==================== mux2x1_rr_arbiter_flat
$ cat src/rtl/mux2x1_rr_arbiter_pkg.sv
// mux2x1_rr_arbiter_pkg: shared state encodings, counter type and helpers for the arbitrated 2:1 mux
package mux2x1_rr_arbiter_pkg;

    localparam logic [1:0] ST_IDLE = 2'd0;
    localparam logic [1:0] ST_OWN0 = 2'd1;
    localparam logic [1:0] ST_OWN1 = 2'd2;

    localparam int CNT_W = 4;

    typedef logic [CNT_W-1:0] cnt_t;

    function automatic cnt_t sat_inc(input cnt_t c, input cnt_t lim);
        return (c >= lim) ? lim : c + cnt_t'(1);
    endfunction

endpackage

$ cat src/rtl/mux2x1_rr_arbiter_if.sv
// mux2x1_rr_arbiter_if: request/data/grant bundle between two requesters and the arbitrated mux
interface mux2x1_rr_arbiter_if #(
    parameter int WIDTH = 1
);
    logic [1:0]       req;
    logic [WIDTH-1:0] a0;
    logic [WIDTH-1:0] a1;
    logic [1:0]       gnt;
    logic             s;
    logic [WIDTH-1:0] y;
    logic             y_valid;

    modport master (
        output req, a0, a1,
        input  gnt, s, y, y_valid
    );

    modport slave (
        input  req, a0, a1,
        output gnt, s, y, y_valid
    );
endinterface

$ cat src/rtl/mux2x1_rr_arbiter_word.sv
// mux2x1_word: WIDTH-bit combinational 2:1 mux, s=1 selects a1
module mux2x1_word #(
    parameter int WIDTH = 1
) (
    input  logic             s,
    input  logic [WIDTH-1:0] a0,
    input  logic [WIDTH-1:0] a1,
    output logic [WIDTH-1:0] y_comb
);
    assign y_comb = s ? a1 : a0;
endmodule

$ cat src/rtl/mux2x1_rr_arbiter.sv
// mux2x1_rr_arbiter: round-robin arbitrated 2:1 mux with bounded burst hold; define MUX2X1_ARB_FIXED_PRIO_EN for strict priority to requester 0
module mux2x1_rr_arbiter
    import mux2x1_rr_arbiter_pkg::*;
#(
    parameter int WIDTH    = 1,
    parameter int MAX_HOLD = 4
) (
    input  logic               clk,
    input  logic               rst,
    mux2x1_rr_arbiter_if.slave bus
);

    localparam cnt_t LIM = cnt_t'(MAX_HOLD);

    if (MAX_HOLD < 1 || MAX_HOLD > 15) begin : g_bad_hold
        $error("MAX_HOLD must be in 1..15");
    end

    logic [1:0]       r_state;
    cnt_t             r_cnt;
    logic [1:0]       r_gnt;
    logic             r_s;
    logic [WIDTH-1:0] r_y;
    logic             r_y_valid;

    logic [1:0]       w_nxt;
    logic [1:0]       w_idle_st;
    logic [1:0]       w_own_st;
    logic [1:0]       w_oth_st;
    cnt_t             w_cnt;
    logic             w_busy;
    logic             w_k;
    logic             w_req_own;
    logic             w_req_oth;
    logic             w_yield;
    logic             w_tie1;
    logic [WIDTH-1:0] w_y_comb;

    assign w_busy    = (r_state == ST_OWN0) || (r_state == ST_OWN1);
    assign w_k       = (r_state == ST_OWN1);
    assign w_req_own = bus.req[w_k];
    assign w_req_oth = bus.req[~w_k];
    assign w_oth_st  = w_k ? ST_OWN0 : ST_OWN1;

`ifdef MUX2X1_ARB_FIXED_PRIO_EN
    // Requester 0 always wins: ties go to 0, OWN1 yields at once, OWN0 is never forced out
    assign w_tie1  = 1'b0;
    assign w_yield = w_k;
`else
    logic r_last;

    // Ties go to whoever did not own last; a saturated burst hands over to a waiting peer
    assign w_tie1  = ~r_last;
    assign w_yield = (r_cnt == LIM);

    // Remember the most recent owner for round-robin tie breaking
    always_ff @(posedge clk) begin
        if (rst)
            r_last <= 1'b1;
        else if (w_nxt == ST_OWN0 || w_nxt == ST_OWN1)
            r_last <= (w_nxt == ST_OWN1);
    end
`endif

    // Next-state and burst-count selection; an illegal encoding recovers through the idle path
    always_comb begin
        w_idle_st = bus.req == 2'b01 ? ST_OWN0 :
                    bus.req == 2'b10 ? ST_OWN1 :
                    bus.req == 2'b11 ? (w_tie1 ? ST_OWN1 : ST_OWN0) : ST_IDLE;
        w_own_st  = !w_req_own ? (w_req_oth ? w_oth_st : ST_IDLE) :
                    (w_req_oth && w_yield) ? w_oth_st : r_state;
        w_nxt     = w_busy ? w_own_st : w_idle_st;
        w_cnt     = w_nxt == ST_IDLE ? '0 :
                    w_nxt != r_state ? cnt_t'(1) : sat_inc(r_cnt, LIM);
    end

    // Arbiter state, grant and select registers; s keeps its value through idle
    always_ff @(posedge clk) begin
        if (rst) begin
            r_state <= ST_IDLE;
            r_cnt   <= '0;
            r_gnt   <= 2'b00;
            r_s     <= 1'b0;
        end else begin
            r_state <= w_nxt;
            r_cnt   <= w_cnt;
            r_gnt   <= {w_nxt == ST_OWN1, w_nxt == ST_OWN0};
            r_s     <= w_nxt == ST_OWN1 ? 1'b1 : w_nxt == ST_OWN0 ? 1'b0 : r_s;
        end
    end

    mux2x1_word #(.WIDTH(WIDTH)) u_word (
        .s      (r_s),
        .a0     (bus.a0),
        .a1     (bus.a1),
        .y_comb (w_y_comb)
    );

    // Capture the granted word one cycle behind the grant; y holds while idle
    always_ff @(posedge clk) begin
        if (rst) begin
            r_y       <= '0;
            r_y_valid <= 1'b0;
        end else begin
            r_y       <= w_busy ? w_y_comb : r_y;
            r_y_valid <= w_busy;
        end
    end

    assign bus.gnt     = r_gnt;
    assign bus.s       = r_s;
    assign bus.y       = r_y;
    assign bus.y_valid = r_y_valid;

    a_gnt_onehot0: assert property (@(posedge clk) disable iff (rst) $onehot0(r_gnt));
    a_gnt_sel:     assert property (@(posedge clk) disable iff (rst) (r_gnt != 2'b00) |-> (r_gnt[1] == r_s));
    a_cnt_max:     assert property (@(posedge clk) disable iff (rst) r_cnt <= LIM);
    a_state_legal: assert property (@(posedge clk) disable iff (rst) r_state != 2'd3);

endmodule
$ cat src/flat_wrapper.sv
// flat-port wrapper written by rule: the top's interface ports become plain ports
module mux2x1_rr_arbiter_flat import mux2x1_rr_arbiter_pkg::*;
#(
    parameter int WIDTH    = 1,
    parameter int MAX_HOLD = 4
)
  (clk, rst, bus_req, bus_a0, bus_a1, bus_gnt, bus_s, bus_y, bus_y_valid);
  mux2x1_rr_arbiter_if #(.WIDTH(WIDTH)) bus_i ();
  input  logic clk;
  input  logic rst;
  input wire logic [$bits(bus_i.req)-1:0] bus_req;
  input wire logic [$bits(bus_i.a0)-1:0] bus_a0;
  input wire logic [$bits(bus_i.a1)-1:0] bus_a1;
  output wire logic [$bits(bus_i.gnt)-1:0] bus_gnt;
  output wire logic [$bits(bus_i.s)-1:0] bus_s;
  output wire logic [$bits(bus_i.y)-1:0] bus_y;
  output wire logic [$bits(bus_i.y_valid)-1:0] bus_y_valid;
  assign bus_i.req = bus_req;
  assign bus_i.a0 = bus_a0;
  assign bus_i.a1 = bus_a1;
  assign bus_gnt = bus_i.gnt;
  assign bus_s = bus_i.s;
  assign bus_y = bus_i.y;
  assign bus_y_valid = bus_i.y_valid;
  mux2x1_rr_arbiter #(.WIDTH(WIDTH), .MAX_HOLD(MAX_HOLD)) u_core (.clk(clk), .rst(rst), .bus(bus_i));
endmodule
$ cat config.mk
export PLATFORM = sky130hd
export DESIGN_NAME = mux2x1_rr_arbiter_flat
export DESIGN_NICKNAME = d
export VERILOG_FILES = /design/src/rtl/mux2x1_rr_arbiter_pkg.sv /design/src/rtl/mux2x1_rr_arbiter_if.sv /design/src/rtl/mux2x1_rr_arbiter_word.sv /design/src/rtl/mux2x1_rr_arbiter.sv /design/src/flat_wrapper.sv
export SDC_FILE = /design/constraint.sdc
export NUM_CORES = 1
export LEC_CHECK = 0
export CORE_UTILIZATION = 45
export DETAILED_ROUTE_END_ITERATION = 6
export HOLD_SLACK_MARGIN = 0.05
export PLACE_DENSITY = 0.72
export SLEW_MARGIN = 20
export SYNTH_ARGS = -nofsm -noshare
export SYNTH_HDL_FRONTEND = slang
export SYNTH_HIERARCHICAL = 1
export SYNTH_SLANG_ARGS = --single-unit
export TNS_END_PERCENT = 50
$ cat constraint.sdc
create_clock -name clk -period 2.36 [get_ports clk]
set_input_delay 0.236 -clock clk [delete_from_list [all_inputs] [get_ports clk]]
set_output_delay 0.236 -clock clk [all_outputs]
set_load 0.05 [all_outputs]
==================== tx_byte_streamer
**config.mk**
```make
export PLATFORM = sky130hd
export DESIGN_NAME = tx_byte_streamer
export DESIGN_NICKNAME = d
export VERILOG_FILES = /design/src/rtl/tx_byte_streamer.sv
export SDC_FILE = /design/constraint.sdc
export NUM_CORES = 1
export LEC_CHECK = 0
export CAP_MARGIN = 5
export CORE_MARGIN = 3
export CORE_UTILIZATION = 45
export CTS_BUF_LIST = sky130_fd_sc_hd__clkbuf_16
export DETAILED_ROUTE_END_ITERATION = 6
export PLACE_DENSITY = 0.76
export SLEW_MARGIN = 20
export SYNTH_ARGS = -nofsm -noshare
export SYNTH_HDL_FRONTEND = slang
export SYNTH_SLANG_ARGS = --single-unit
export TNS_END_PERCENT = 50
```
**constraint.sdc**
```tcl
create_clock -name clk -period 6.25 [get_ports clk]
set_clock_uncertainty 0.2 [all_clocks]
set_input_delay 1.5625 -clock clk [delete_from_list [all_inputs] [get_ports clk]]
set_output_delay 1.5625 -clock clk [all_outputs]
set_load 0.01 [all_outputs]
```
**src/rtl/tx_byte_streamer.sv**
```systemverilog
// Streams `length` bytes from a synchronous-read byte memory into a UART TX core,
// counting completed bytes on tx_done rising edges and pulsing `done` at the end.
module tx_byte_streamer #(
  parameter int MAX_COUNT = 65536,
  parameter int ADDR_W    = 16
) (
  input  logic              clk,
  input  logic              rst,
  input  logic              start,
  input  logic [31:0]       length,
  output logic [ADDR_W-1:0] mem_addr,
  input  logic [7:0]        mem_rdata,
  output logic [7:0]        tx_data,
  output logic              tx_start,
  input  logic              tx_busy,
  input  logic              tx_done,
  output logic [31:0]       byte_count,
  output logic              busy,
  output logic              done
);

  localparam logic [31:0]       MAX_LEN  = 32'(MAX_COUNT);
  localparam logic [ADDR_W-1:0] ADDR_ONE = {{(ADDR_W-1){1'b0}}, 1'b1};

  typedef enum logic [2:0] {
    ST_IDLE    = 3'd0,
    ST_READ    = 3'd1,
    ST_LATCH   = 3'd2,
    ST_SEND    = 3'd3,
    ST_WAIT_TX = 3'd4,
    ST_DONE    = 3'd5
  } state_t;

  state_t            state_r;
  state_t            state_s;
  logic [ADDR_W-1:0] mem_addr_s;
  logic [7:0]        tx_data_s;
  logic              tx_start_s;
  logic [31:0]       byte_count_s;
  logic              busy_s;
  logic              done_s;
  logic [31:0]       eff_len_r;
  logic [31:0]       eff_len_s;
  logic [31:0]       req_len_s;
  logic [31:0]       count_inc_s;
  logic              tx_done_prev_r;
  logic              done_edge_s;

  function automatic logic [31:0] clamp_len(input logic [31:0] len);
    if (len > MAX_LEN) begin
      return MAX_LEN;
    end else begin
      return len;
    end
  endfunction

  // Next-state and next-output decode for the transfer sequencer.
  always_comb begin
    req_len_s    = clamp_len(length);
    done_edge_s  = tx_done & ~tx_done_prev_r;
    count_inc_s  = byte_count + 32'd1;
    state_s      = state_r;
    mem_addr_s   = mem_addr;
    tx_data_s    = tx_data;
    tx_start_s   = 1'b0;
    byte_count_s = byte_count;
    busy_s       = busy;
    done_s       = 1'b0;
    eff_len_s    = eff_len_r;
    case (state_r)
      ST_IDLE: begin
        if (start) begin
          eff_len_s    = req_len_s;
          byte_count_s = 32'd0;
          if (req_len_s != 32'd0) begin
            mem_addr_s = {ADDR_W{1'b0}};
            busy_s     = 1'b1;
            state_s    = ST_READ;
          end else begin
            state_s = ST_DONE;
          end
        end else begin
          state_s = ST_IDLE;
        end
      end
      ST_READ: begin
        state_s = ST_LATCH;
      end
      ST_LATCH: begin
        tx_data_s = mem_rdata;
        state_s   = ST_SEND;
      end
      ST_SEND: begin
        if (!tx_busy) begin
          tx_start_s = 1'b1;
          state_s    = ST_WAIT_TX;
        end else begin
          state_s = ST_SEND;
        end
      end
      ST_WAIT_TX: begin
        // Only a fresh rising edge of tx_done retires the byte in flight.
        if (done_edge_s) begin
          byte_count_s = count_inc_s;
          if (count_inc_s == eff_len_r) begin
            state_s = ST_DONE;
          end else begin
            mem_addr_s = mem_addr + ADDR_ONE;
            state_s    = ST_READ;
          end
        end else begin
          state_s = ST_WAIT_TX;
        end
      end
      ST_DONE: begin
        done_s  = 1'b1;
        busy_s  = 1'b0;
        state_s = ST_IDLE;
      end
      default: begin
        busy_s  = 1'b0;
        state_s = ST_IDLE;
      end
    endcase
  end

  // State and output registers; tx_done_prev resets high to mask a post-reset edge.
  always_ff @(posedge clk) begin
    if (!rst) begin
      state_r        <= ST_IDLE;
      mem_addr       <= {ADDR_W{1'b0}};
      tx_data        <= 8'd0;
      tx_start       <= 1'b0;
      byte_count     <= 32'd0;
      busy           <= 1'b0;
      done           <= 1'b0;
      eff_len_r      <= 32'd0;
      tx_done_prev_r <= 1'b1;
    end else begin
      state_r        <= state_s;
      mem_addr       <= mem_addr_s;
      tx_data        <= tx_data_s;
      tx_start       <= tx_start_s;
      byte_count     <= byte_count_s;
      busy           <= busy_s;
      done           <= done_s;
      eff_len_r      <= eff_len_s;
      tx_done_prev_r <= tx_done;
    end
  end

endmodule
```
==> tx_byte_streamer/placement.png <==
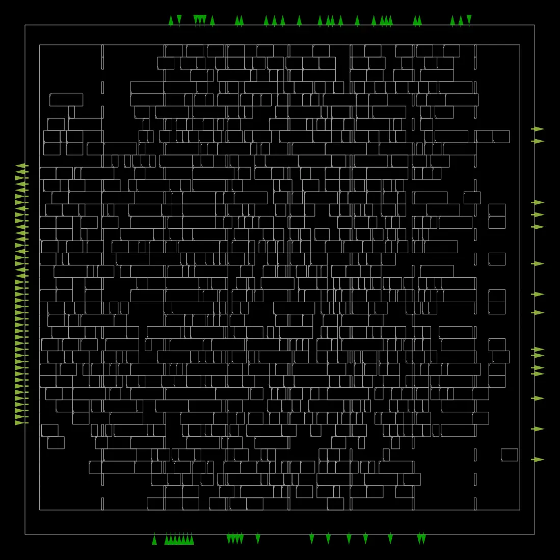
Rows: 38
seq_cells: 95
fin cells: 855
fill count: 1,007

==> results.sh, tx_byte_streamer <==
# physical design summary
export IMPL_yosys_stat_seqShare_pct=36.8
export IMPL_antenna_found_initial=0
export IMPL_synthCells=641
export IMPL_num_antenna_cells=0
export IMPL_async_flop_share_pct=0
export IMPL_top_cell_area_share_pct=36.8
export IMPL_cp_start_kind="flop"
export IMPL_ys_types=57
export IMPL_outcome="finished clean"
export IMPL_grt_max_degree=64
export IMPL_common_cells="dfxtp_1, nor2_1, nand2_1"
export IMPL_clk_share_pct=4.96
export IMPL_design_area_sq_mm=0.00651
export IMPL_slew_limit_headroom_pct=29.9
export IMPL_grtUsageMet3_pct=4.97
export IMPL_finish_utilization_pct=59.1
export IMPL_power_total_mw=1.32
export IMPL_grt_pass1_wl_mm=24.5
export IMPL_max_freq_mhz=228
export IMPL_root_buffer="clkbuf_16"
export IMPL_layout_setup_ws_ps=1870
[tx_byte_streamer: critical path, stage by stage (launching register included)]
cell	delay, ps
dfxtp_1	540
ha_1	350
nand3_1	290
nor3_1	710
a21oi_1	70
nand4b_1	220
nor4_1	370
nand4_1	210
nor3_2	890
nor4_1	130
o221a_2	300
[tx_byte_streamer: power by group]
| part | switching [mW] | internal (mW) |
|---|---|---|
| registers | 0.00596 | 0.612 |
| logic | 0.0618 | 0.0493 |
| clock network | 0.263 | 0.324 |
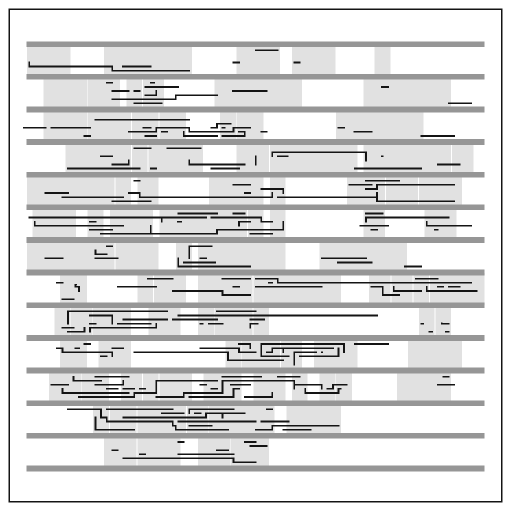
(mux2x1_rr_arbiter_flat/layer_met1.png)
(12 px per micron) Supply wires on this layer in grey.
nets with wire on the layer	90
share of all routed wire	46%
longest straight run	16.6 microns
main direction	horizontal
wire length on this layer	586 microns

==> results.sh, mux2x1_rr_arbiter_flat <==
# physical design summary
export IMPL_outcome="finished clean"
export IMPL_hp_class="flop to flop"
export IMPL_largest_reg_flops=4
export IMPL_die_area_sq_mm=0.00167
export IMPL_grt_usage_pct=19.8
export IMPL_top_register="u_core/r_cnt"
export IMPL_setup_tns_ps=0
export IMPL_simple_gate_share_pct=23.5
export IMPL_area_leaders="dfxtp_1, ha_1, nor2_1, inv_1, a21oi_1"
export IMPL_maxPowerGroup="combinational cells"
export IMPL_drv_cap=0
export IMPL_grt_ovfl_total=0
export IMPL_port_buffers=10
export IMPL_power_switching_share_pct=41.7
export IMPL_rows=13
export IMPL_hold_depth=2
export IMPL_power_total_mw=0.906
export IMPL_instances_no_fill=107
export IMPL_clk_latency_ps=260
export IMPL_hp_start="u_core/bus.s"
export IMPL_cts_sinks=12
export IMPL_timing_hold_ws_ps=510
export IMPL_switchingPower_mw=0.378
export IMPL_pwr_share_comb_pct=53.9
export IMPL_n_all_buffers=14
export IMPL_worstSetupEndpoint="u_core/bus.s"
export IMPL_drc=0
export IMPL_p_per_area_mw_per_mm2=1090
export IMPL_finalCriticalPeriod_ps=2140
-- mux2x1_rr_arbiter_flat: routing by layer --
layer	share of wire, %	wire (microns)	up-vias	global-route usage (%)
li1	-	-	299	-
met1	46	585	267	22.1
met2	50	637	11	35.5
met3	4.2	54	0	8.15
met4	0	0	0	2.50
met5	0	0	-	0
-- mux2x1_rr_arbiter_flat: cell families (layout without fill, tap and decap cells) --
family / count (synthesis) / after routing
AOI/OAI and AO/OA: 15 / 15
muxes: 3 / 3
and+or+nand+nor: 31 / 31
other: 1 / 1
adders and majority gates: 6 / 6
buffers and inverters: 10 / 24
DFF: 12 / 12

==================== burst_sequencer_flat
==> burst_sequencer_flat/layer_met1.png <==
(6 px per micron) Supply wires on this layer in grey.
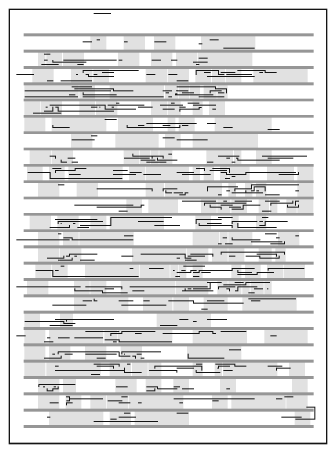

### src/rtl/burst_sequencer_if.sv
// Request/burst bus between the two requesters and the burst sequencer.
// The sequencer connects as the slave; requesters drive the master side.
interface burst_sequencer_if #(
    parameter int ADDR_WIDTH = 8,
    parameter int STRIDE_LEN = 4,
    parameter int BURST_LEN  = 8
);
    localparam int CW = $clog2(BURST_LEN) + 1;

    logic [1:0]            req;
    logic [ADDR_WIDTH-1:0] req_addr0;
    logic [ADDR_WIDTH-1:0] req_addr1;
    logic [STRIDE_LEN-1:0] req_stride0;
    logic [STRIDE_LEN-1:0] req_stride1;
    logic                  abort;
    logic [1:0]            gnt;
    logic                  owner;
    logic                  busy;
    logic                  burst_en;
    logic [ADDR_WIDTH-1:0] burst_addr;
    logic [STRIDE_LEN-1:0] burst_stride;
    logic [CW-1:0]         beat_cnt;
    logic                  done;
    logic                  aborted;
    logic                  err_stride;

    modport master (
        output req, req_addr0, req_addr1, req_stride0, req_stride1, abort,
        input  gnt, owner, busy, burst_en, burst_addr, burst_stride, beat_cnt,
               done, aborted, err_stride
    );

    modport slave (
        input  req, req_addr0, req_addr1, req_stride0, req_stride1, abort,
        output gnt, owner, busy, burst_en, burst_addr, burst_stride, beat_cnt,
               done, aborted, err_stride
    );
endinterface

### src/rtl/burst_sequencer.sv
// Two-requester round-robin arbiter that sequences the burst modifier through
// a load cycle, BURST_LEN active beats and a mandatory idle gap.
module burst_sequencer #(
    parameter int          ADDR_WIDTH = 8,
    parameter int          STRIDE_LEN = 4,
    parameter int          BURST_LEN  = 8,
    parameter int unsigned ADDR_MAX   = 2**ADDR_WIDTH - 1
) (
    input  logic               clk,
    input  logic               rstn,
    burst_sequencer_if.slave   bus
);
    localparam int            CW   = $clog2(BURST_LEN) + 1;
    localparam logic [CW-1:0] LAST = CW'(BURST_LEN);

    typedef enum logic [1:0] {IDLE, LOAD, BURST, GAP} state_t;

    state_t                state;
    logic                  prio;
    logic                  any_req;
    logic                  pick;
    logic [ADDR_WIDTH-1:0] sel_addr;
    logic [STRIDE_LEN-1:0] sel_stride;
    logic                  stride_bad;

    // A lone requester wins outright; prio only breaks ties.
    assign any_req    = |bus.req;
    assign pick       = (&bus.req) ? prio : bus.req[1];
    assign sel_addr   = pick ? bus.req_addr1 : bus.req_addr0;
    assign sel_stride = pick ? bus.req_stride1 : bus.req_stride0;
    assign stride_bad = 64'(sel_stride) > 64'(ADDR_MAX);

    always_ff @(posedge clk or negedge rstn) begin
        if (!rstn) begin
            state            <= IDLE;
            prio             <= 1'b0;
            bus.gnt          <= '0;
            bus.owner        <= 1'b0;
            bus.busy         <= 1'b0;
            bus.burst_en     <= 1'b0;
            bus.burst_addr   <= '0;
            bus.burst_stride <= '0;
            bus.beat_cnt     <= '0;
            bus.done         <= 1'b0;
            bus.aborted      <= 1'b0;
            bus.err_stride   <= 1'b0;
        end else begin
            bus.gnt     <= '0;
            bus.done    <= 1'b0;
            bus.aborted <= 1'b0;
            case (state)
                IDLE, GAP: begin
                    bus.burst_en <= 1'b0;
                    bus.beat_cnt <= '0;
                    if (any_req) begin
                        state            <= LOAD;
                        bus.gnt          <= pick ? 2'b10 : 2'b01;
                        bus.owner        <= pick;
                        prio             <= ~pick;
                        bus.burst_addr   <= sel_addr;
                        bus.burst_stride <= sel_stride;
                        bus.busy         <= 1'b1;
                        if (stride_bad)
                            bus.err_stride <= 1'b1;
                    end else begin
                        state    <= IDLE;
                        bus.busy <= 1'b0;
                    end
                end
                LOAD: begin
                    state        <= BURST;
                    bus.burst_en <= 1'b1;
                    bus.beat_cnt <= CW'(1);
                end
                BURST: begin
                    // beat_cnt freezes here so GAP reports how many beats went out.
                    if (bus.beat_cnt == LAST || bus.abort) begin
                        state        <= GAP;
                        bus.burst_en <= 1'b0;
                        bus.done     <= 1'b1;
                        bus.aborted  <= (bus.beat_cnt != LAST);
                    end else begin
                        bus.beat_cnt <= bus.beat_cnt + 1'b1;
                    end
                end
                default: state <= IDLE;
            endcase
        end
    end
endmodule
### src/flat_wrapper.sv
// flat-port wrapper written by rule: the top's interface ports become plain ports
module burst_sequencer_flat 
#(
    parameter int          ADDR_WIDTH = 8,
    parameter int          STRIDE_LEN = 4,
    parameter int          BURST_LEN  = 8,
    parameter int unsigned ADDR_MAX   = 2**ADDR_WIDTH - 1
)
  (clk, rstn, bus_req, bus_req_addr0, bus_req_addr1, bus_req_stride0, bus_req_stride1, bus_abort, bus_gnt, bus_owner, bus_busy, bus_burst_en, bus_burst_addr, bus_burst_stride, bus_beat_cnt, bus_done, bus_aborted, bus_err_stride);
  burst_sequencer_if #(.ADDR_WIDTH(ADDR_WIDTH), .STRIDE_LEN(STRIDE_LEN), .BURST_LEN(BURST_LEN)) bus_i ();
  input  logic clk;
  input  logic rstn;
  input wire logic [$bits(bus_i.req)-1:0] bus_req;
  input wire logic [$bits(bus_i.req_addr0)-1:0] bus_req_addr0;
  input wire logic [$bits(bus_i.req_addr1)-1:0] bus_req_addr1;
  input wire logic [$bits(bus_i.req_stride0)-1:0] bus_req_stride0;
  input wire logic [$bits(bus_i.req_stride1)-1:0] bus_req_stride1;
  input wire logic [$bits(bus_i.abort)-1:0] bus_abort;
  output wire logic [$bits(bus_i.gnt)-1:0] bus_gnt;
  output wire logic [$bits(bus_i.owner)-1:0] bus_owner;
  output wire logic [$bits(bus_i.busy)-1:0] bus_busy;
  output wire logic [$bits(bus_i.burst_en)-1:0] bus_burst_en;
  output wire logic [$bits(bus_i.burst_addr)-1:0] bus_burst_addr;
  output wire logic [$bits(bus_i.burst_stride)-1:0] bus_burst_stride;
  output wire logic [$bits(bus_i.beat_cnt)-1:0] bus_beat_cnt;
  output wire logic [$bits(bus_i.done)-1:0] bus_done;
  output wire logic [$bits(bus_i.aborted)-1:0] bus_aborted;
  output wire logic [$bits(bus_i.err_stride)-1:0] bus_err_stride;
  assign bus_i.req = bus_req;
  assign bus_i.req_addr0 = bus_req_addr0;
  assign bus_i.req_addr1 = bus_req_addr1;
  assign bus_i.req_stride0 = bus_req_stride0;
  assign bus_i.req_stride1 = bus_req_stride1;
  assign bus_i.abort = bus_abort;
  assign bus_gnt = bus_i.gnt;
  assign bus_owner = bus_i.owner;
  assign bus_busy = bus_i.busy;
  assign bus_burst_en = bus_i.burst_en;
  assign bus_burst_addr = bus_i.burst_addr;
  assign bus_burst_stride = bus_i.burst_stride;
  assign bus_beat_cnt = bus_i.beat_cnt;
  assign bus_done = bus_i.done;
  assign bus_aborted = bus_i.aborted;
  assign bus_err_stride = bus_i.err_stride;
  burst_sequencer #(.ADDR_WIDTH(ADDR_WIDTH), .STRIDE_LEN(STRIDE_LEN), .BURST_LEN(BURST_LEN), .ADDR_MAX(ADDR_MAX)) u_core (.clk(clk), .rstn(rstn), .bus(bus_i));
endmodule
### config.mk
export PLATFORM = sky130hd
export DESIGN_NAME = burst_sequencer_flat
export DESIGN_NICKNAME = d
export VERILOG_FILES = /design/src/rtl/burst_sequencer_if.sv /design/src/rtl/burst_sequencer.sv /design/src/flat_wrapper.sv
export SDC_FILE = /design/constraint.sdc
export NUM_CORES = 1
export LEC_CHECK = 0
export ABC_CLOCK_PERIOD_IN_PS = 1700
export CORE_ASPECT_RATIO = 1.4
export CORE_MARGIN = 2
export CORE_UTILIZATION = 38
export CTS_BUF_LIST = sky130_fd_sc_hd__clkbuf_8 sky130_fd_sc_hd__clkbuf_16
export DETAILED_ROUTE_END_ITERATION = 8
export PLACE_DENSITY_LB_ADDON = 0.05
export SLEW_MARGIN = 30
export SYNTH_ARGS = -nofsm -noshare
export SYNTH_HDL_FRONTEND = slang
export SYNTH_SLANG_ARGS = --single-unit
### constraint.sdc
create_clock -name clk -period 1.7 [get_ports clk]
set_clock_uncertainty 0.05 [all_clocks]
set_input_delay 0.34 -clock clk [delete_from_list [all_inputs] [get_ports clk]]
set_output_delay 0.34 -clock clk [all_outputs]
set_load 0.05 [all_outputs]
==================== stream_mux_nx1_flat
### config.mk
export PLATFORM = sky130hd
export DESIGN_NAME = stream_mux_nx1_flat
export DESIGN_NICKNAME = d
export VERILOG_FILES = /design/src/rtl/stream_mux_nx1_pkg.sv /design/src/rtl/stream_mux_nx1_if.sv /design/src/rtl/stream_mux_nx1_rr_arbiter.sv /design/src/rtl/stream_mux_nx1.sv /design/src/flat_wrapper.sv
export SDC_FILE = /design/constraint.sdc
export NUM_CORES = 1
export LEC_CHECK = 0
export CORE_MARGIN = 1.5
export CORE_UTILIZATION = 39
export CTS_CLUSTER_DIAMETER = 200
export DETAILED_ROUTE_END_ITERATION = 6
export PLACE_DENSITY_LB_ADDON = 0.1
export SYNTH_ARGS = -nofsm -noshare
export SYNTH_HDL_FRONTEND = slang
export SYNTH_SLANG_ARGS = --single-unit
### constraint.sdc
create_clock -name clk -period 2 [get_ports clk]
set_input_delay 0.2 -clock clk [delete_from_list [all_inputs] [get_ports clk]]
set_output_delay 0.2 -clock clk [all_outputs]
set_load 0.1 [all_outputs]
### src/rtl/stream_mux_nx1_pkg.sv
`default_nettype none
// ============================================================================
//  Module   : stream_mux_nx1_pkg
//  Brief    : Shared types and constants for the N:1 streaming multiplexer
//             (arbiter state encoding and arbitration-mode selectors).
//  Revision : 1.0 - initial release
// ============================================================================
package stream_mux_nx1_pkg;

    // Arbiter FSM states: free arbitration vs. held mid-packet grant
    typedef enum logic [0:0] {
        ST_IDLE   = 1'b0,
        ST_LOCKED = 1'b1
    } mux_state_e;

    // Arbitration policy selectors for the MODE parameter
    localparam int MODE_FIXED = 0;
    localparam int MODE_RR    = 1;

endpackage : stream_mux_nx1_pkg
`default_nettype wire

### src/rtl/stream_mux_nx1_if.sv
`default_nettype none
// ============================================================================
//  Module   : stream_mux_nx1_if
//  Brief    : Bundle of the N producer streams, the shared consumer stream
//             and the arbiter status outputs of the N:1 streaming mux.
//  Revision : 1.0 - initial release
// ============================================================================
interface stream_mux_nx1_if #(
    parameter int N = 4,
    parameter int W = 8
);
    localparam int IW = $clog2(N);

    logic [N*W-1:0] in_data;
    logic [N-1:0]   in_valid;
    logic [N-1:0]   in_last;
    logic [N-1:0]   in_ready;
    logic [W-1:0]   out_data;
    logic           out_valid;
    logic           out_last;
    logic           out_ready;
    logic [IW-1:0]  grant_idx;
    logic           locked;

    // Mux side: consumes producer streams, drives the consumer stream
    modport slave (
        input  in_data, in_valid, in_last, out_ready,
        output in_ready, out_data, out_valid, out_last, grant_idx, locked
    );

    // Environment side: producers and consumer
    modport master (
        output in_data, in_valid, in_last, out_ready,
        input  in_ready, out_data, out_valid, out_last, grant_idx, locked
    );

endinterface : stream_mux_nx1_if
`default_nettype wire

### src/rtl/stream_mux_nx1_rr_arbiter.sv
`default_nettype none
// ============================================================================
//  Module   : rr_arbiter
//  Brief    : Combinational N-way arbiter. Fixed priority (lowest index) or
//             round-robin search starting at i_ptr with wrap at N.
//  Revision : 1.0 - initial release
// ============================================================================
module rr_arbiter
    import stream_mux_nx1_pkg::*;
#(
    parameter int N    = 4,
    parameter int MODE = MODE_FIXED
) (
    input  logic [N-1:0]         i_req,
    input  logic [$clog2(N)-1:0] i_ptr,
    input  logic                 i_en,
    output logic [N-1:0]         o_gnt,
    output logic [$clog2(N)-1:0] o_idx
);
    localparam int IW = $clog2(N);

    logic [IW-1:0] w_start;
    logic [IW:0]   w_cand;
    logic          w_found;

    // Fixed priority is simply a round-robin search that always starts at 0
    assign w_start = (MODE == MODE_RR) ? i_ptr : '0;

    // Search upward from w_start; the extra bit keeps ptr+k from overflowing
    // so the wrap happens at N even when N is not a power of two
    always_comb begin
        o_gnt   = '0;
        o_idx   = '0;
        w_found = 1'b0;
        w_cand  = '0;
        for (int k = 0; k < N; k++) begin
            w_cand = {1'b0, w_start} + (IW+1)'(k);
            if (w_cand >= (IW+1)'(N)) begin
                w_cand = w_cand - (IW+1)'(N);
            end
            if (!w_found && i_req[w_cand[IW-1:0]]) begin
                w_found = 1'b1;
                o_idx   = w_cand[IW-1:0];
            end
        end
        if (i_en && w_found) begin
            o_gnt[o_idx] = 1'b1;
        end
    end

endmodule : rr_arbiter
`default_nettype wire

### src/rtl/stream_mux_nx1.sv
`default_nettype none
// ============================================================================
//  Module   : stream_mux_nx1
//  Brief    : N-input, W-bit valid/ready streaming multiplexer with fixed or
//             round-robin arbitration, optional packet locking on last, and
//             a registered output stage.
//  Revision : 1.0 - initial release
// ============================================================================
module stream_mux_nx1
    import stream_mux_nx1_pkg::*;
#(
    parameter int N        = 4,
    parameter int W        = 8,
    parameter int MODE     = MODE_FIXED,
    parameter int LOCK_PKT = 1
) (
    input  logic            clk,
    input  logic            rst_n,
    stream_mux_nx1_if.slave bus
);
    localparam int IW = $clog2(N);

    localparam logic [0:0] c_ST_IDLE   = 1'(ST_IDLE);
    localparam logic [0:0] c_ST_LOCKED = 1'(ST_LOCKED);

    logic [0:0]    r_state;
    logic [IW-1:0] r_lock_ch;
    logic [IW-1:0] r_ptr;
    logic [W-1:0]  r_out_data;
    logic          r_out_valid;
    logic          r_out_last;
    logic [IW-1:0] r_grant_idx;

    logic [W-1:0]  w_ch_data [N];
    logic [N-1:0]  w_arb_gnt;
    logic [IW-1:0] w_arb_idx;
    logic [N-1:0]  w_sel;
    logic [IW-1:0] w_gnt_idx;
    logic [IW-1:0] w_ptr_next;
    logic [N-1:0]  w_in_ready;
    logic          w_load_en;
    logic          w_xfer;
    logic          w_beat_last;

    // Unpack the flat data bus into per-channel words
    for (genvar gi = 0; gi < N; gi++) begin : g_unpack
        assign w_ch_data[gi] = bus.in_data[gi*W +: W];
    end

    // Output register can take a new beat when empty or being drained
    assign w_load_en = !r_out_valid || bus.out_ready;

    rr_arbiter #(
        .N    (N),
        .MODE (MODE)
    ) u_arb (
        .i_req (bus.in_valid),
        .i_ptr (r_ptr),
        .i_en  (r_state == c_ST_IDLE),
        .o_gnt (w_arb_gnt),
        .o_idx (w_arb_idx)
    );

    // Current grant: the arbiter's pick when idle, the locked channel otherwise
    always_comb begin
        w_gnt_idx = w_arb_idx;
        w_sel     = w_arb_gnt;
        if (r_state == c_ST_LOCKED) begin
            w_gnt_idx = r_lock_ch;
            w_sel     = N'(1) << r_lock_ch;
        end
    end

    assign w_in_ready  = (rst_n && w_load_en) ? w_sel : '0;
    assign w_xfer      = |(bus.in_valid & w_in_ready);
    assign w_beat_last = bus.in_last[w_gnt_idx];
    assign w_ptr_next  = (w_gnt_idx == IW'(N-1)) ? '0 : w_gnt_idx + 1'b1;

    // Output stage: load on an accepted beat, drop valid when drained empty
    always_ff @(posedge clk) begin
        if (!rst_n) begin
            r_out_valid <= 1'b0;
            r_out_data  <= '0;
            r_out_last  <= 1'b0;
            r_grant_idx <= '0;
        end else if (w_load_en) begin
            r_out_valid <= w_xfer;
            if (w_xfer) begin
                r_out_data  <= w_ch_data[w_gnt_idx];
                r_out_last  <= w_beat_last;
                r_grant_idx <= w_gnt_idx;
            end
        end
    end

    // Lock FSM and round-robin pointer; the pointer moves only on release
    always_ff @(posedge clk) begin
        if (!rst_n) begin
            r_state   <= c_ST_IDLE;
            r_lock_ch <= '0;
            r_ptr     <= '0;
        end else if (w_xfer) begin
            case (r_state)
                c_ST_IDLE: begin
                    if ((LOCK_PKT != 0) && !w_beat_last) begin
                        r_state   <= c_ST_LOCKED;
                        r_lock_ch <= w_gnt_idx;
                    end else begin
                        r_ptr <= w_ptr_next;
                    end
                end
                c_ST_LOCKED: begin
                    if (w_beat_last) begin
                        r_state <= c_ST_IDLE;
                        r_ptr   <= w_ptr_next;
                    end
                end
                default: r_state <= c_ST_IDLE;
            endcase
        end
    end

    assign bus.in_ready  = w_in_ready;
    assign bus.out_data  = r_out_data;
    assign bus.out_valid = r_out_valid;
    assign bus.out_last  = r_out_last;
    assign bus.grant_idx = r_grant_idx;
    assign bus.locked    = (r_state == c_ST_LOCKED);

endmodule : stream_mux_nx1
`default_nettype wire

### src/flat_wrapper.sv
// flat-port wrapper written by rule: the top's interface ports become plain ports
module stream_mux_nx1_flat import stream_mux_nx1_pkg::*;
#(
    parameter int N        = 4,
    parameter int W        = 8,
    parameter int MODE     = MODE_FIXED,
    parameter int LOCK_PKT = 1
)
  (clk, rst_n, bus_in_data, bus_in_valid, bus_in_last, bus_out_ready, bus_in_ready, bus_out_data, bus_out_valid, bus_out_last, bus_grant_idx, bus_locked);
  stream_mux_nx1_if #(.N(N), .W(W)) bus_i ();
  input  logic clk;
  input  logic rst_n;
  input wire logic [$bits(bus_i.in_data)-1:0] bus_in_data;
  input wire logic [$bits(bus_i.in_valid)-1:0] bus_in_valid;
  input wire logic [$bits(bus_i.in_last)-1:0] bus_in_last;
  input wire logic [$bits(bus_i.out_ready)-1:0] bus_out_ready;
  output wire logic [$bits(bus_i.in_ready)-1:0] bus_in_ready;
  output wire logic [$bits(bus_i.out_data)-1:0] bus_out_data;
  output wire logic [$bits(bus_i.out_valid)-1:0] bus_out_valid;
  output wire logic [$bits(bus_i.out_last)-1:0] bus_out_last;
  output wire logic [$bits(bus_i.grant_idx)-1:0] bus_grant_idx;
  output wire logic [$bits(bus_i.locked)-1:0] bus_locked;
  assign bus_i.in_data = bus_in_data;
  assign bus_i.in_valid = bus_in_valid;
  assign bus_i.in_last = bus_in_last;
  assign bus_i.out_ready = bus_out_ready;
  assign bus_in_ready = bus_i.in_ready;
  assign bus_out_data = bus_i.out_data;
  assign bus_out_valid = bus_i.out_valid;
  assign bus_out_last = bus_i.out_last;
  assign bus_grant_idx = bus_i.grant_idx;
  assign bus_locked = bus_i.locked;
  stream_mux_nx1 #(.N(N), .W(W), .MODE(MODE), .LOCK_PKT(LOCK_PKT)) u_core (.clk(clk), .rst_n(rst_n), .bus(bus_i));
endmodule
==================== led_sequencer
**config.mk**
```make
export PLATFORM = sky130hd
export DESIGN_NAME = led_sequencer
export DESIGN_NICKNAME = d
export VERILOG_FILES = /design/src/rtl/led_sequencer.sv
export SDC_FILE = /design/constraint.sdc
export NUM_CORES = 1
export LEC_CHECK = 0
export CAP_MARGIN = 0
export CORE_ASPECT_RATIO = 0.7
export CORE_MARGIN = 4
export CORE_UTILIZATION = 45
export CTS_BUF_LIST = sky130_fd_sc_hd__clkbuf_4 sky130_fd_sc_hd__clkbuf_8
export DETAILED_ROUTE_END_ITERATION = 12
export SLEW_MARGIN = 40
export SYNTH_ARGS = -nofsm -noshare
export SYNTH_HDL_FRONTEND = slang
export SYNTH_SLANG_ARGS = --single-unit
```
**constraint.sdc**
```tcl
create_clock -name clk_i -period 2.25 [get_ports clk_i]
set_input_delay 0.225 -clock clk_i [delete_from_list [all_inputs] [get_ports clk_i]]
set_output_delay 0.225 -clock clk_i [all_outputs]
set_load 0.1 [all_outputs]
```
**src/rtl/led_sequencer.sv**
```systemverilog
// led_sequencer: multi-channel LED driver with a shared timebase.
// Each channel independently selects off, on, blink or breathe (triangle-ramped
// PWM). All channels share one pattern phase, which sync_i can restart.
//
// Ports:
//   clk_i   - system clock
//   rst_ni  - asynchronous active-low reset
//   mode_i  - per-channel mode, bits [2i+1:2i] = channel i
//             (00 off, 01 on, 10 blink, 11 breathe)
//   sync_i  - one-cycle pulse restarting all pattern phases
//   led_o   - registered active-high LED drive
//   tick_o  - timebase tick strobe (decode of the prescaler)
module led_sequencer #(
  parameter int unsigned NumLeds        = 4,
  parameter int unsigned CyclesPerTick  = 16_000,
  parameter int unsigned TicksPerToggle = 500,
  parameter int unsigned PwmBits        = 8
) (
  input  logic                 clk_i,
  input  logic                 rst_ni,
  input  logic [2*NumLeds-1:0] mode_i,
  input  logic                 sync_i,
  output logic [NumLeds-1:0]   led_o,
  output logic                 tick_o
);

  localparam int unsigned PrescW = (CyclesPerTick > 1) ? $clog2(CyclesPerTick) : 1;
  localparam int unsigned BtcW   = (TicksPerToggle > 1) ? $clog2(TicksPerToggle) : 1;

  localparam logic [PrescW-1:0]  PrescLast = PrescW'(CyclesPerTick - 1);
  localparam logic [BtcW-1:0]    BtcLast   = BtcW'(TicksPerToggle - 1);
  localparam logic [PwmBits-1:0] BrightMax = '1;
  localparam logic [PwmBits-1:0] PwmOne    = PwmBits'(1);

  typedef enum logic {
    DIR_UP,
    DIR_DOWN
  } dir_e;

  typedef enum logic [1:0] {
    MODE_OFF,
    MODE_ON,
    MODE_BLINK,
    MODE_BREATHE
  } mode_e;

  logic [PrescW-1:0]  presc_q;
  logic [BtcW-1:0]    btc_q;
  logic               blink_q;
  logic [PwmBits-1:0] pwm_q;
  logic [PwmBits-1:0] bright_q;
  dir_e               dir_q;
  logic [NumLeds-1:0] led_q;
  logic [NumLeds-1:0] led_d;
  logic               tick;

  always_comb begin
    tick = (presc_q == PrescLast);
  end

  assign tick_o = tick;
  assign led_o  = led_q;

  // Output select uses the pattern state of the current cycle, so a mode
  // change shows on led_o exactly one cycle later.
  always_comb begin
    led_d = '0;
    for (int unsigned i = 0; i < NumLeds; i++) begin
      unique case (mode_e'(mode_i[2*i +: 2]))
        MODE_OFF:     led_d[i] = 1'b0;
        MODE_ON:      led_d[i] = 1'b1;
        MODE_BLINK:   led_d[i] = blink_q;
        MODE_BREATHE: led_d[i] = (pwm_q < bright_q);
        default:      led_d[i] = 1'b0;
      endcase
    end
  end

  always_ff @(posedge clk_i or negedge rst_ni) begin
    if (!rst_ni) begin
      presc_q  <= '0;
      btc_q    <= '0;
      blink_q  <= 1'b0;
      pwm_q    <= '0;
      bright_q <= '0;
      dir_q    <= DIR_UP;
      led_q    <= '0;
    end else begin
      led_q <= led_d;
      // sync_i wins over a coincident tick: no toggle or ramp step that cycle.
      if (sync_i) begin
        presc_q  <= '0;
        btc_q    <= '0;
        blink_q  <= 1'b0;
        pwm_q    <= '0;
        bright_q <= '0;
        dir_q    <= DIR_UP;
      end else begin
        pwm_q   <= pwm_q + PwmOne;
        presc_q <= tick ? '0 : presc_q + PrescW'(1);
        if (tick) begin
          if (btc_q == BtcLast) begin
            btc_q   <= '0;
            blink_q <= ~blink_q;
          end else begin
            btc_q <= btc_q + BtcW'(1);
          end
          // Reflect at the ends so the ramp never wraps.
          unique case (dir_q)
            DIR_UP: begin
              if (bright_q == BrightMax) begin
                bright_q <= BrightMax - PwmOne;
                dir_q    <= DIR_DOWN;
              end else begin
                bright_q <= bright_q + PwmOne;
              end
            end
            DIR_DOWN: begin
              if (bright_q == '0) begin
                bright_q <= PwmOne;
                dir_q    <= DIR_UP;
              end else begin
                bright_q <= bright_q - PwmOne;
              end
            end
            default: dir_q <= DIR_UP;
          endcase
        end
      end
    end
  end

endmodule

```
==> stream_mux_nx1_flat/placement.png <==
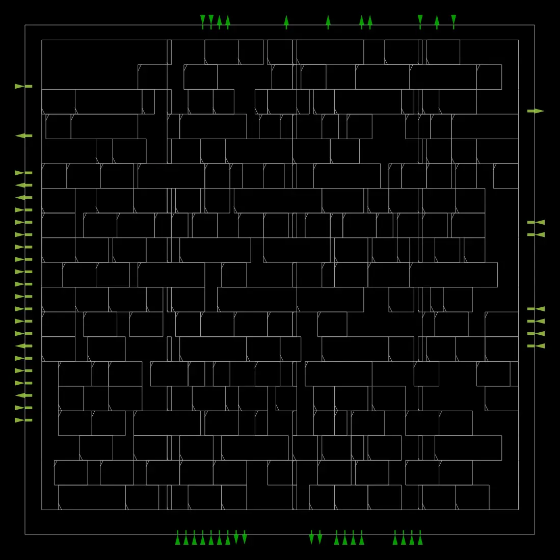
seq_cells: 15
Final Util: 71.1%

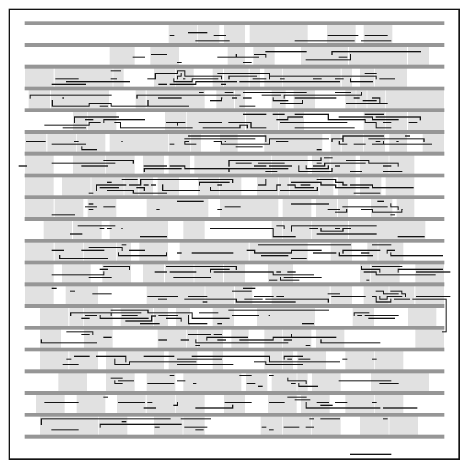
(stream_mux_nx1_flat/layer_met1.png)
(8 px per micron) Supply wires on this layer in grey.
longest straight run	16.1 microns
main direction	horizontal
wire length on this layer	1,260 microns
nets with wire on the layer	194
share of all routed wire	42%
Via Count: 1,170
routed wire length: 2.98 mm
met1 Use GR: 24.1%

==> results.sh, stream_mux_nx1_flat <==
# physical design summary
export IMPL_ant_nets=0
export IMPL_max_freq_mhz=534
export IMPL_timing_hold_ws_ps=419
export IMPL_n_all_buffers=75
export IMPL_die_w_microns=56.0
export IMPL_criticalPathCategory="input pin to flop"
export IMPL_die_area_sq_mm=0.00314
export IMPL_timing_final_hold_violations=0
export IMPL_rsz0062_at_grt="no"
export IMPL_synthCells=124
export IMPL_grt_usage_pct=20.4
export IMPL_yosys_most_used_dff="dfxtp_1"
export IMPL_dp_cells=220
export IMPL_grt_ovfl_total=0
export IMPL_logic_gate_count=95
export IMPL_rr_startpoint="u_core.r_lock_ch[0]"
export IMPL_grt_pass1_vias=1194
export IMPL_outcome="finished clean"
export IMPL_cp_cell_sequence="clkdlybuf4s50_1 -> or2_4 -> o311a_1 -> a211o_1 -> a211oi_2 -> mux2i_1"
export IMPL_fin_crit_sh_pct=93.6
export IMPL_post_dp_hpwl_mm=2.47
export IMPL_ys_types=40
export IMPL_pin_count=60
export IMPL_cts_buffer_depth=2
export IMPL_yosys_stat_seqShare_pct=27.4
export IMPL_warnings=27
export IMPL_largest_reg_flops=8
export IMPL_cts_setup_buffers=0
export IMPL_ir_drop_uv=612
export IMPL_r2r_end="u_core.bus.locked"
[stream_mux_nx1_flat: routing by layer]
metal	track usage, %	share of wire (%)	vias up
met4	7.48	2.0	0
li1	-	-	595
met3	3.95	5.1	6
met1	24.1	42	535
met2	36.3	51	34
met5	0	0	-
[stream_mux_nx1_flat: power by group]
| group | internal (mW) | switching [mW] | leakage (nW) |
|---|---|---|---|
| Combinational | 0.358 | 0.586 | 0.677 |
| Sequential | 0.350 | 0.0486 | 0.125 |
| Clock | 0.0773 | 0.0969 | 0.0150 |
| Total | 0.785 | 0.732 | 0.817 |
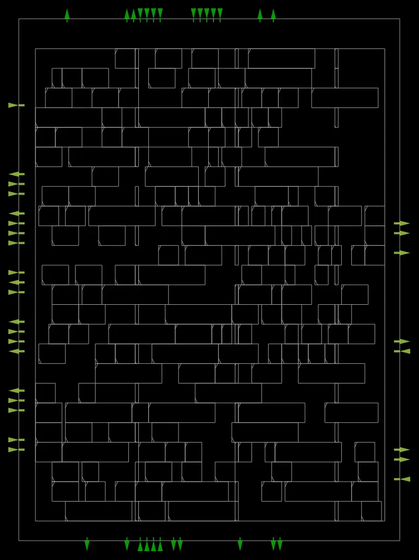
(burst_sequencer_flat/placement.png)
fill count: 276
Rows: 24
Well Taps: 39

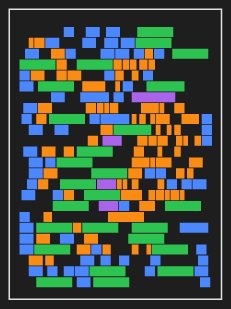
(burst_sequencer_flat/placement_by_type.png)
(4 px per micron)
class	colour	cells	share of their area
combinational and other logic	orange	79	30%
remaining buffers and delay cells	blue	64	31%
sequential cells	green	26	35%
clock drivers and dummy loads	purple	4	3.8%
Core Area: 0.00315 sq mm
Final Util: 61.2%
Seq area share: 33.8%
post-route cell area: 0.00193 sq mm

Notes on burst_sequencer_flat/layer_met1.png above:
main direction	horizontal
share of all routed wire	40%
nets with wire on the layer	169
longest straight run	14.3 microns
wire length on this layer	1,120 microns

==> results.sh, burst_sequencer_flat <==
# physical design summary
export IMPL_vias=1055
export IMPL_max_stage_delay_ps=420
export IMPL_ys_cells=110
export IMPL_cts_tree="built"
export IMPL_cts_buffer_depth=2
export IMPL_synthTopLogicFamily="AND-OR/OR-AND gates"
export IMPL_grt_pass1_vias=1104
export IMPL_wl_met3_microns=112
export IMPL_ys_area_sq_mm=0.00126
export IMPL_p_per_area_mw_per_mm2=2110
export IMPL_top_regs="u_core.bus.burst_addr (8), u_core.bus.beat_cnt (4), u_core.bus.burst_stride (4)"
export IMPL_outcome="finished clean"
export IMPL_common_cells="dfrtp_1, a221o_1, inv_1"
export IMPL_antenna_found_initial=0
export IMPL_place_area_sq_mm=0.00185
export IMPL_post_dp_hpwl_mm=2.16
export IMPL_timing_final_hold_violations=0
export IMPL_cp_cell_sequence="ha_4 -> o21ai_2 -> buf_12 -> and2_2 -> a221o_1"
export IMPL_r2r_end="u_core.bus.burst_stride[3]"
burst_sequencer_flat: cell type report:
type	count	area (sq um)
Fill cell	276	1220
Sequential cell	26	653
Timing Repair Buffer	64	588
Multi-Input combinational cell	70	536
Tap cell	39	48.8
Clock buffer	3	41.3
Inverter	9	33.8
Clock inverter	1	30.0
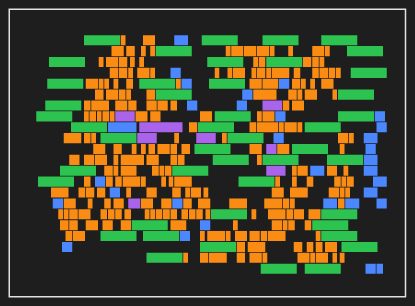
(led_sequencer/placement_by_type.png)
(4 px per micron)
class	colour	cells	share of their area
combinational and other logic	orange	227	49%
remaining buffers and delay cells	blue	31	9.1%
clock drivers and dummy loads	purple	8	3.9%
sequential cells	green	45	38%

==> results.sh, led_sequencer <==
# physical design summary
export IMPL_outcome="finished, violations left"
export IMPL_violations="negative hold slack"
export IMPL_clkPwrFrac_pct=38.6
export IMPL_synth_compound_area_share_pct=12.5
export IMPL_p_int_mw=1.23
export IMPL_fin_crit_sh_pct=96.1
export IMPL_yosys_stat_seqShare_pct=43.5
export IMPL_synth_edff_count=0
export IMPL_timing_hold_ws_ps=-5.56
export IMPL_timing_final_hold_violations=3
export IMPL_drv_cap=0
export IMPL_design_area_sq_mm=0.00302
export IMPL_grtUsageMet3_pct=4.38
export IMPL_fp_dieH_microns=71.5
export IMPL_num_antenna_cells=0
==> led_sequencer: cell usage after synthesis (all sizes together) (2+ instances only) <==
cell type,number
o31ai,4
nor2b,2
or3,2
clkbuf,11
and4,2
a31oi,2
dfrtp,45
or3b,2
o21ai,7
xnor2,11
o41ai,2
xor2,14
nor2,40
and3,5
a2111oi,2
nor4,3
or4,5
inv,12
buf,2
and2,3
nand4,11
nand3,19
a21oi,16
nor3,5
ha,13
a21o,7
nand2,25
==> led_sequencer: registers in the layout, summed over array words and instances, names as in the netlist <==
register and flops:
pwm_q 8, presc_q 14, blink_q 1, dir_q 1, bright_q 8, btc_q 9
led_o 4

==> screenshots <==
Wires at chosen ports, followed through buffers.
picture 1
(4 px per micron)
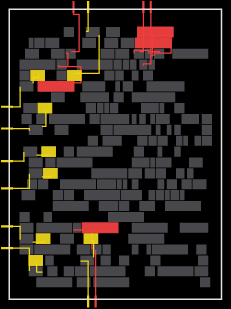
picture 2
(3 px per micron)
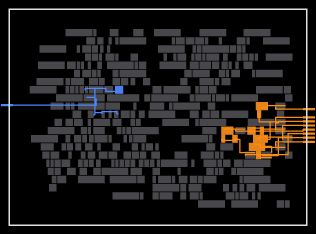
picture 3
(4 px per micron)
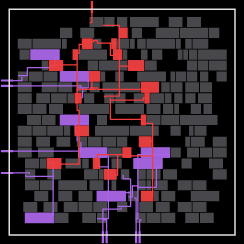
burst_sequencer_flat -> picture 1
stream_mux_nx1_flat -> picture 3
led_sequencer -> picture 2
- largest die: picture 2

Key to picture 3:
port	colour	direction	edge	end cells	buffers	wire
`bus_out_data`	purple	output	4 west, 4 south	8	8	202 microns
`rst_n`	red	input	north	19	3	186 microns



==> screenshots <==
Cell density map.
shot_01.png
(4 px per micron) The die is cut into 5 by 7 equal tiles; dark blue is low, red is high, 0 to 100% covered.
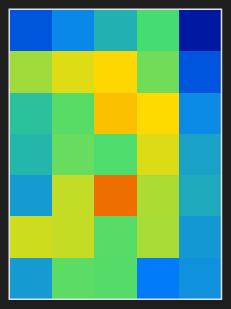
shot_02.png
(4 px per micron) The die is cut into 10 by 7 equal tiles; dark blue is low, red is high, 0 to 100% covered.
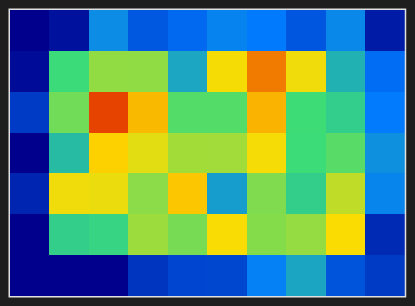
shot_03.png
(3 px per micron) The die is cut into 11 by 11 equal tiles; dark blue is low, red is high, 0 to 100% covered.
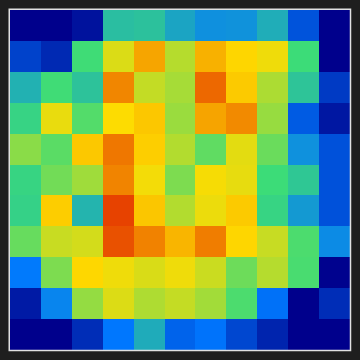
shot_04.png
(6 px per micron) The die is cut into 11 by 11 equal tiles; dark blue is low, red is high, 0 to 100% covered.
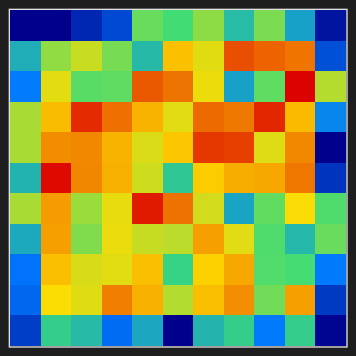
shot_05.png
(10 px per micron) The die is cut into 8 by 8 equal tiles; dark blue is low, red is high, 0 to 100% covered.
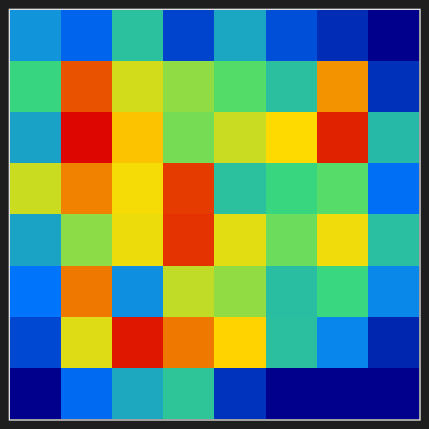
Of these, highest utilization: shot_04.png
Of these, largest die: shot_03.png
tx_byte_streamer -> shot_03.png
led_sequencer -> shot_02.png
stream_mux_nx1_flat -> shot_04.png
burst_sequencer_flat -> shot_01.png
mux2x1_rr_arbiter_flat -> shot_05.png

Key to shot_01.png:
tiles over 75% full	11%
fullest tile	87%
emptiest ninth of the die	north-east
mean over tiles	50%

Power figures rest on the tool's default switching activity, not on a simulated workload.
